######## design 1 ########
design_1/gates.png
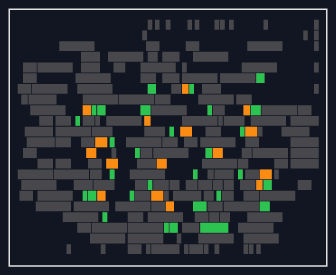
design_1/class_map.png
The bar under the picture is 20 um long.
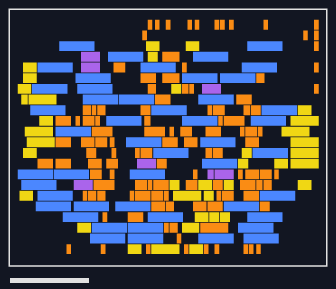
--- config.mk ---
export PLATFORM = sky130hd
export DESIGN_NAME = custom_inputs
export DESIGN_NICKNAME = d
export VERILOG_FILES = /design/src/rtl/custom_inputs_pkg.sv /design/src/rtl/custom_inputs_sync.sv /design/src/rtl/custom_inputs.sv
export SDC_FILE = /design/constraint.sdc
export NUM_CORES = 1
export LEC_CHECK = 0
export CORE_ASPECT_RATIO = 0.8
export CORE_MARGIN = 1.5
export CORE_UTILIZATION = 44
export DETAILED_ROUTE_END_ITERATION = 8
export MAX_ROUTING_LAYER = met4
export PLACE_DENSITY = 0.79
export SLEW_MARGIN = 20
export SYNTH_ARGS = -nofsm -noshare
export SYNTH_HDL_FRONTEND = slang
export SYNTH_SLANG_ARGS = --single-unit
--- constraint.sdc ---
create_clock -name clk -period 1.4 [get_ports clk]
set_input_delay 0.28 -clock clk [delete_from_list [all_inputs] [get_ports clk]]
set_output_delay 0.28 -clock clk [all_outputs]
set_load 0.05 [all_outputs]
--- src/rtl/custom_inputs_pkg.sv ---
// Shared constants for the custom_inputs Avalon-MM input peripheral.
package custom_inputs_pkg;

    localparam logic [1:0] REG_DATA         = 2'd0;
    localparam logic [1:0] REG_IRQ_MASK     = 2'd1;
    localparam logic [1:0] REG_EDGE_CAPTURE = 2'd2;
    localparam logic [1:0] REG_EDGE_SEL     = 2'd3;

    localparam int BUS_W = 32;

    // Wide enough to count to SYNC_STAGES+1 for SYNC_STAGES up to 4.
    localparam int PRIME_W = 3;

endpackage

--- src/rtl/custom_inputs_sync.sv ---
// Purpose: per-bit synchronizer chain, previous-value register and edge detector.
// Latency: SYNC_STAGES cycles to sync, edge_event is combinational from sync/prev.
// Backpressure: none; free-running every cycle.
module custom_inputs_sync #(
    parameter int WIDTH       = 6,
    parameter int SYNC_STAGES = 2
) (
    input  logic             clk,
    input  logic             reset_n,
    input  logic [WIDTH-1:0] ins_new_signal,
    input  logic [WIDTH-1:0] edge_sel,
    input  logic             prime,
    output logic [WIDTH-1:0] sync,
    output logic [WIDTH-1:0] edge_event
);

    logic [SYNC_STAGES-1:0][WIDTH-1:0] stage;
    logic [WIDTH-1:0]                  prev;

    always_ff @(posedge clk or negedge reset_n) begin
        if (!reset_n) begin
            stage <= '0;
            prev  <= '0;
        end else begin
            stage <= {stage[SYNC_STAGES-2:0], ins_new_signal};
            prev  <= stage[SYNC_STAGES-1];
        end
    end

    assign sync = stage[SYNC_STAGES-1];

    // While priming, prev still follows sync so inputs high at reset never look like edges.
    assign edge_event = prime ? '0
                      : ((edge_sel & prev & ~sync) | (~edge_sel & ~prev & sync));

endmodule

--- src/rtl/custom_inputs.sv ---
// Purpose: Avalon-MM input peripheral with W1C edge capture and maskable level irq.
// Latency: reads return one cycle after the strobe; irq one cycle after capture.
// Backpressure: none; one read per cycle accepted, no waitrequest.
module custom_inputs
    import custom_inputs_pkg::*;
#(
    parameter int WIDTH       = 6,
    parameter int SYNC_STAGES = 2
) (
    input  logic             clk,
    input  logic             reset_n,
    input  logic [1:0]       avs_s0_address,
    input  logic             avs_s0_read,
    output logic [31:0]      avs_s0_readdata,
    output logic             avs_s0_readdatavalid,
    input  logic             avs_s0_write,
    input  logic [31:0]      avs_s0_writedata,
    input  logic [WIDTH-1:0] ins_new_signal,
    output logic             irq
);

    localparam logic [PRIME_W-1:0] PRIME_END = PRIME_W'(SYNC_STAGES + 1);

    logic [WIDTH-1:0]   sync;
    logic [WIDTH-1:0]   edge_event;
    logic [WIDTH-1:0]   irq_mask;
    logic [WIDTH-1:0]   edge_capture;
    logic [WIDTH-1:0]   edge_sel;
    logic [WIDTH-1:0]   clear;
    logic [PRIME_W-1:0] prime_cnt;
    logic               prime;
    logic [BUS_W-1:0]   rd_mux;
    logic               wdata_unused;

    assign wdata_unused = ^avs_s0_writedata;

    always_ff @(posedge clk or negedge reset_n) begin
        if (!reset_n) begin
            prime_cnt <= '0;
        end else if (prime_cnt != PRIME_END) begin
            prime_cnt <= prime_cnt + PRIME_W'(1);
        end
    end

    assign prime = (prime_cnt != PRIME_END);

    custom_inputs_sync #(
        .WIDTH       (WIDTH),
        .SYNC_STAGES (SYNC_STAGES)
    ) u_sync (
        .clk            (clk),
        .reset_n        (reset_n),
        .ins_new_signal (ins_new_signal),
        .edge_sel       (edge_sel),
        .prime          (prime),
        .sync           (sync),
        .edge_event     (edge_event)
    );

    always_comb begin
        clear = '0;
        if (avs_s0_write && (avs_s0_address == REG_EDGE_CAPTURE)) begin
            clear = avs_s0_writedata[WIDTH-1:0];
        end
    end

    // Set has priority over a same-cycle W1C clear so no edge is lost.
    always_ff @(posedge clk or negedge reset_n) begin
        if (!reset_n) begin
            irq_mask     <= '0;
            edge_sel     <= '0;
            edge_capture <= '0;
        end else begin
            edge_capture <= (edge_capture & ~clear) | edge_event;
            if (avs_s0_write && (avs_s0_address == REG_IRQ_MASK)) begin
                irq_mask <= avs_s0_writedata[WIDTH-1:0];
            end
            if (avs_s0_write && (avs_s0_address == REG_EDGE_SEL)) begin
                edge_sel <= avs_s0_writedata[WIDTH-1:0];
            end
        end
    end

    always_comb begin
        rd_mux = '0;
        case (avs_s0_address)
            REG_DATA:         rd_mux = BUS_W'(sync);
            REG_IRQ_MASK:     rd_mux = BUS_W'(irq_mask);
            REG_EDGE_CAPTURE: rd_mux = BUS_W'(edge_capture);
            REG_EDGE_SEL:     rd_mux = BUS_W'(edge_sel);
            default:          rd_mux = '0;
        endcase
    end

    // Register values sampled here are pre-write, so read-during-write returns old data.
    always_ff @(posedge clk or negedge reset_n) begin
        if (!reset_n) begin
            avs_s0_readdata      <= '0;
            avs_s0_readdatavalid <= 1'b0;
            irq                  <= 1'b0;
        end else begin
            avs_s0_readdatavalid <= avs_s0_read;
            if (avs_s0_read) begin
                avs_s0_readdata <= rd_mux;
            end
            irq <= |(edge_capture & irq_mask);
        end
    end

endmodule
==> results_dict.tcl <==
# metrics dict for downstream scripts
set metrics [dict create \
    status "finished clean" \
    p_leak_nw 1.19 \
    topCombFamilyByArea "multiplexers" \
    mostFrequentLayoutCells "dfrtp_1, conb_1, nand2_1" \
    die_area_sq_um 5220 \
    grt_antenna_before_repair 0 \
    synth-compound-area-share_pct 7.88 \
    rsz0062_at_grt "false" \
    slew_viol_final 0 \
    grt_pass1_vias 1210 \
    routedWlPerCell_um 13.5 \
    required_ns 1.59 \
    ys_dominant_reg_cell "dfrtp_1" \
    synthMuxAreaShare_pct 13.7 \
    netlist_area_sq_um 2110 \
]
Notes on design_1/gates.png above:
[green] nand cells | cells: 29 | most used: nand2_1
[orange] aoi and oai cells | cells: 16 | most used: o221ai_1
Comb area share: 29.6%
dominant logic cell type in the layout: dfrtp_1

Notes on design_1/class_map.png above:
[blue] registers | cells: 47 | share of their area: 47%
[orange] remaining logic cells | cells: 114 | share of their area: 32%
[yellow] remaining buffers and delay cells | cells: 37 | share of their area: 18%
[purple] clock drivers and dummy loads | cells: 7 | share of their area: 3.5%
flop share of the area: 45.7%
Core ar.: 4600 sq um
Rows: 22
post-layout instance area: 2570 sq um


######## design 2 ########
===== config.mk =====
export PLATFORM = sky130hd
export DESIGN_NAME = async_arb_m
export DESIGN_NICKNAME = d
export VERILOG_FILES = /design/src/rtl/async_arb_m.sv
export SDC_FILE = /design/constraint.sdc
export NUM_CORES = 1
export LEC_CHECK = 0
export CORE_MARGIN = 1.5
export CORE_UTILIZATION = 32
export CTS_CLUSTER_SIZE = 28
export DETAILED_ROUTE_END_ITERATION = 16
export PLACE_DENSITY_LB_ADDON = 0.2
export SLEW_MARGIN = 20
export SYNTH_ARGS = -nofsm -noshare
export SYNTH_HDL_FRONTEND = slang
export SYNTH_SLANG_ARGS = --single-unit

===== constraint.sdc =====
create_clock -name clk -period 4.5 [get_ports clk]
set_input_delay 0.675 -clock clk [delete_from_list [all_inputs] [get_ports clk]]
set_output_delay 0.675 -clock clk [all_outputs]
set_load 0.02 [all_outputs]

===== src/rtl/async_arb_m.sv =====
// rtl/async_arb_m.sv - round-robin arbiter sequencing one shared async_man_m handshake stage
//
// Purpose:
//   Shares one async_man_m stage between N_REQ clocked requesters. After reset
//   the stage is held in reset for INIT_CYCLES cycles. Each granted requester
//   then gets one full 4-phase return-to-zero handshake on the stage's left
//   channel. Its done_o bit pulses when the handshake has returned to zero.
//
// Ports:
//   clk           in   system clock, rising edge
//   reset_n       in   synchronous active-low reset
//   req_i         in   [N_REQ] level requests, held until the matching done_o
//   grant_o       out  [N_REQ] one-hot grant, high for the whole transaction
//   done_o        out  [N_REQ] one-cycle completion pulse
//   left_req_out  out  to async_man_m left_req_in
//   left_ack_in   in   from async_man_m left_ack_out (asynchronous)
//   set_out       out  to async_man_m set, tied low
//   reset_out     out  to async_man_m reset, active high
//   busy_o        out  high whenever the sequencer is not idle
//   timeout_o     out  sticky watchdog flag (ASYNC_ARB_TIMEOUT_EN only)
//
// Optional feature macro: ASYNC_ARB_TIMEOUT_EN
//   Adds the TIMEOUT_CYCLES parameter, a per-phase watchdog, an ERR state and
//   the timeout_o port. Without it the sequencer waits indefinitely for ack.

module async_arb_m #(
    parameter int N_REQ       = 4,
    parameter int SYNC_STAGES = 2,
    parameter int INIT_CYCLES = 8
`ifdef ASYNC_ARB_TIMEOUT_EN
    ,
    parameter int TIMEOUT_CYCLES = 255
`endif
) (
    input  logic             clk,
    input  logic             reset_n,
    input  logic [N_REQ-1:0] req_i,
    output logic [N_REQ-1:0] grant_o,
    output logic [N_REQ-1:0] done_o,
    output logic             left_req_out,
    input  logic             left_ack_in,
    output logic             set_out,
    output logic             reset_out,
    output logic             busy_o
`ifdef ASYNC_ARB_TIMEOUT_EN
    ,
    output logic             timeout_o
`endif
);

    localparam int PTR_W = $clog2(N_REQ);
    localparam int CNT_W = (INIT_CYCLES > 1) ? $clog2(INIT_CYCLES) : 1;
`ifdef ASYNC_ARB_TIMEOUT_EN
    localparam int TO_W  = (TIMEOUT_CYCLES > 1) ? $clog2(TIMEOUT_CYCLES) : 1;
`endif

    typedef enum logic [2:0] {
        ST_INIT,
        ST_IDLE,
        ST_RISE,
        ST_FALL
`ifdef ASYNC_ARB_TIMEOUT_EN
        ,
        ST_ERR
`endif
    } state_t;

    state_t             state_q, state_d;
    logic [CNT_W-1:0]   init_cnt_q, init_cnt_d;
    logic [PTR_W-1:0]   rr_q, rr_d;
    logic [PTR_W-1:0]   sel_q, sel_d;
    logic [N_REQ-1:0]   grant_q, grant_d;
    logic [N_REQ-1:0]   done_q, done_d;
    logic               left_req_q, left_req_d;
    logic               reset_q, reset_d;
    logic               busy_q, busy_d;
    logic [SYNC_STAGES-1:0] sync_q;
    logic               ack_s;
`ifdef ASYNC_ARB_TIMEOUT_EN
    logic [TO_W-1:0]    to_cnt_q, to_cnt_d;
    logic               timeout_q, timeout_d;
`endif

    // Round-robin pick: rotate requests so the pointer lands on bit 0, find
    // the lowest set bit, then add the pointer back modulo N_REQ.
    logic [2*N_REQ-1:0] req_dbl;
    logic [N_REQ-1:0]   req_rot;
    logic               any_req;
    int                 pick_off;
    int                 pick_sum;
    logic [PTR_W-1:0]   pick;
    logic [N_REQ-1:0]   pick_onehot;
    logic [PTR_W-1:0]   sel_next;

    assign ack_s   = sync_q[SYNC_STAGES-1];
    assign req_dbl = {req_i, req_i} >> rr_q;
    assign req_rot = req_dbl[N_REQ-1:0];
    assign any_req = |req_i;

    always_comb begin
        pick_off = 0;
        for (int i = N_REQ - 1; i >= 0; i--) begin
            if (req_rot[i]) begin
                pick_off = i;
            end
        end
        pick_sum = int'(rr_q) + pick_off;
        if (pick_sum >= N_REQ) begin
            pick_sum = pick_sum - N_REQ;
        end
        pick        = PTR_W'(pick_sum);
        pick_onehot = {{(N_REQ-1){1'b0}}, 1'b1} << pick;
    end

    assign sel_next = (sel_q == PTR_W'(N_REQ - 1)) ? '0 : sel_q + 1'b1;

    always_comb begin
        state_d    = state_q;
        init_cnt_d = init_cnt_q;
        rr_d       = rr_q;
        sel_d      = sel_q;
        grant_d    = grant_q;
        done_d     = '0;
        left_req_d = left_req_q;
        reset_d    = reset_q;
`ifdef ASYNC_ARB_TIMEOUT_EN
        to_cnt_d   = to_cnt_q;
        timeout_d  = timeout_q;
`endif
        case (state_q)
            ST_INIT: begin
                reset_d    = 1'b1;
                grant_d    = '0;
                left_req_d = 1'b0;
                if (init_cnt_q == CNT_W'(INIT_CYCLES - 1)) begin
                    init_cnt_d = '0;
                    reset_d    = 1'b0;
                    state_d    = ST_IDLE;
                end else begin
                    init_cnt_d = init_cnt_q + 1'b1;
                end
            end
            ST_IDLE: begin
                if (any_req) begin
                    sel_d      = pick;
                    grant_d    = pick_onehot;
                    left_req_d = 1'b1;
                    state_d    = ST_RISE;
`ifdef ASYNC_ARB_TIMEOUT_EN
                    to_cnt_d   = '0;
`endif
                end
            end
            ST_RISE: begin
                if (ack_s) begin
                    left_req_d = 1'b0;
                    state_d    = ST_FALL;
`ifdef ASYNC_ARB_TIMEOUT_EN
                    to_cnt_d   = '0;
                end else if (to_cnt_q == TO_W'(TIMEOUT_CYCLES - 1)) begin
                    left_req_d = 1'b0;
                    grant_d    = '0;
                    timeout_d  = 1'b1;
                    state_d    = ST_ERR;
                end else begin
                    to_cnt_d   = to_cnt_q + 1'b1;
`endif
                end
            end
            ST_FALL: begin
                if (!ack_s) begin
                    done_d  = grant_q;
                    grant_d = '0;
                    rr_d    = sel_next;
                    state_d = ST_IDLE;
`ifdef ASYNC_ARB_TIMEOUT_EN
                end else if (to_cnt_q == TO_W'(TIMEOUT_CYCLES - 1)) begin
                    left_req_d = 1'b0;
                    grant_d    = '0;
                    timeout_d  = 1'b1;
                    state_d    = ST_ERR;
                end else begin
                    to_cnt_d   = to_cnt_q + 1'b1;
`endif
                end
            end
`ifdef ASYNC_ARB_TIMEOUT_EN
            ST_ERR: begin
                // Abandon the transaction without done_o and re-reset the stage.
                left_req_d = 1'b0;
                grant_d    = '0;
                reset_d    = 1'b1;
                init_cnt_d = '0;
                state_d    = ST_INIT;
            end
`endif
            default: begin
                state_d    = ST_INIT;
                init_cnt_d = '0;
                reset_d    = 1'b1;
                grant_d    = '0;
                left_req_d = 1'b0;
            end
        endcase
        busy_d = (state_d != ST_IDLE);
    end

    always_ff @(posedge clk) begin
        if (!reset_n) begin
            state_q    <= ST_INIT;
            init_cnt_q <= '0;
            rr_q       <= '0;
            sel_q      <= '0;
            grant_q    <= '0;
            done_q     <= '0;
            left_req_q <= 1'b0;
            reset_q    <= 1'b1;
            busy_q     <= 1'b1;
            sync_q     <= '0;
`ifdef ASYNC_ARB_TIMEOUT_EN
            to_cnt_q   <= '0;
            timeout_q  <= 1'b0;
`endif
        end else begin
            state_q    <= state_d;
            init_cnt_q <= init_cnt_d;
            rr_q       <= rr_d;
            sel_q      <= sel_d;
            grant_q    <= grant_d;
            done_q     <= done_d;
            left_req_q <= left_req_d;
            reset_q    <= reset_d;
            busy_q     <= busy_d;
            sync_q     <= {sync_q[SYNC_STAGES-2:0], left_ack_in};
`ifdef ASYNC_ARB_TIMEOUT_EN
            to_cnt_q   <= to_cnt_d;
            timeout_q  <= timeout_d;
`endif
        end
    end

    assign grant_o      = grant_q;
    assign done_o       = done_q;
    assign left_req_out = left_req_q;
    assign set_out      = 1'b0;
    assign reset_out    = reset_q;
    assign busy_o       = busy_q;
`ifdef ASYNC_ARB_TIMEOUT_EN
    assign timeout_o    = timeout_q;
`endif

endmodule


==> results_dict.tcl <==
# metrics dict for downstream scripts
set metrics [dict create \
    status "finished clean" \
    io_pins 19 \
    seq_area_sq_um 460 \
    crit_arrival_ns 2.63 \
    wl_met2_mm 1.01 \
    pg_clk_uw 93.2 \
    initCoreUtil_pct 34.0 \
    drt-vias-per-instance 4.76 \
    signal_buffers 17 \
    worst_r2r_endpoint "grant_o[1]$_SDFFE_PN0P_" \
    power.density_nw_per_um2 257 \
    num-multi-input-gates 85 \
    firstDrtPassIters 4 \
    inverters 3 \
    vias 838 \
    crit_family "AND-OR/OR-AND gates" \
    clock_cell_area_share_pct 2.08 \
    synthTopCellsByCount "dfxtp_1, nor2_1, o21ai_0, nand2_1, a21oi_1" \
    combPwrFrac_pct 7.5 \
    fmax_ghz 0.413 \
    clkSinkCount 23 \
    gr-max-usage-layer "met2" \
]
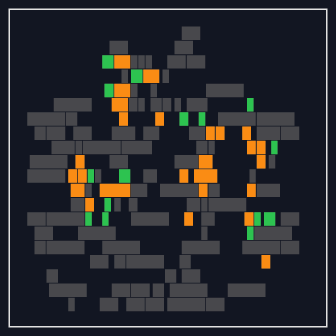
design_2/gates.png
[green] nand cells | cells: 15 | most used: nand2_1
[orange] aoi and oai cells | cells: 26 | most used: o21ai_0
Comb area share: 42.8%
dominant logic cell type in the layout: dfxtp_1
Non-Filler Instances: 176



==> gallery <==
Clock wires, drivers and flops.
The bar under the picture is 20 um long.
image #1
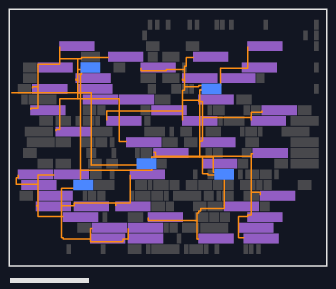
image #2
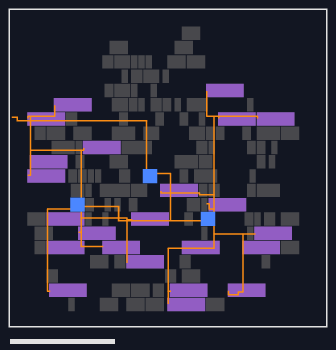
Image #1 comes from design 1.
Image #2 comes from design 2.
The one with the largest die is image #1.

Key to image #1:
[orange] clock wires | length: 552 um
[purple] flip-flops | count: 47
[blue] clock-net drivers | count: 5
routed clock nets: 6


## Gallery

Placed standard cells.
Plate I
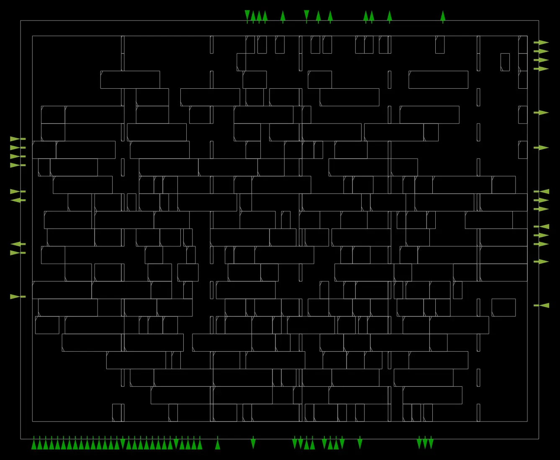
Plate II
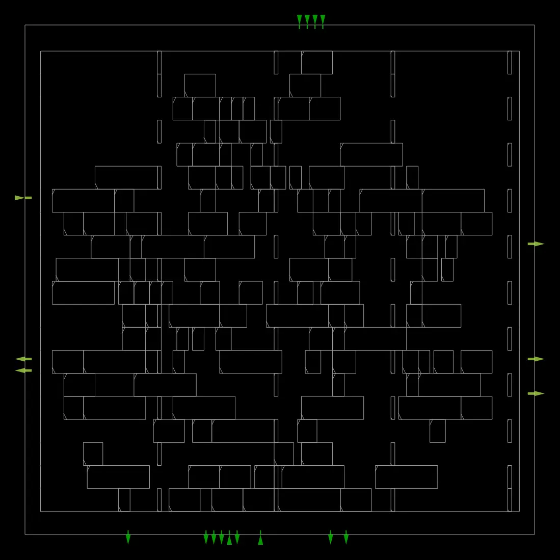
| picture | from |
|---|---|
| Plate II | design 2 |
| Plate I | design 1 |

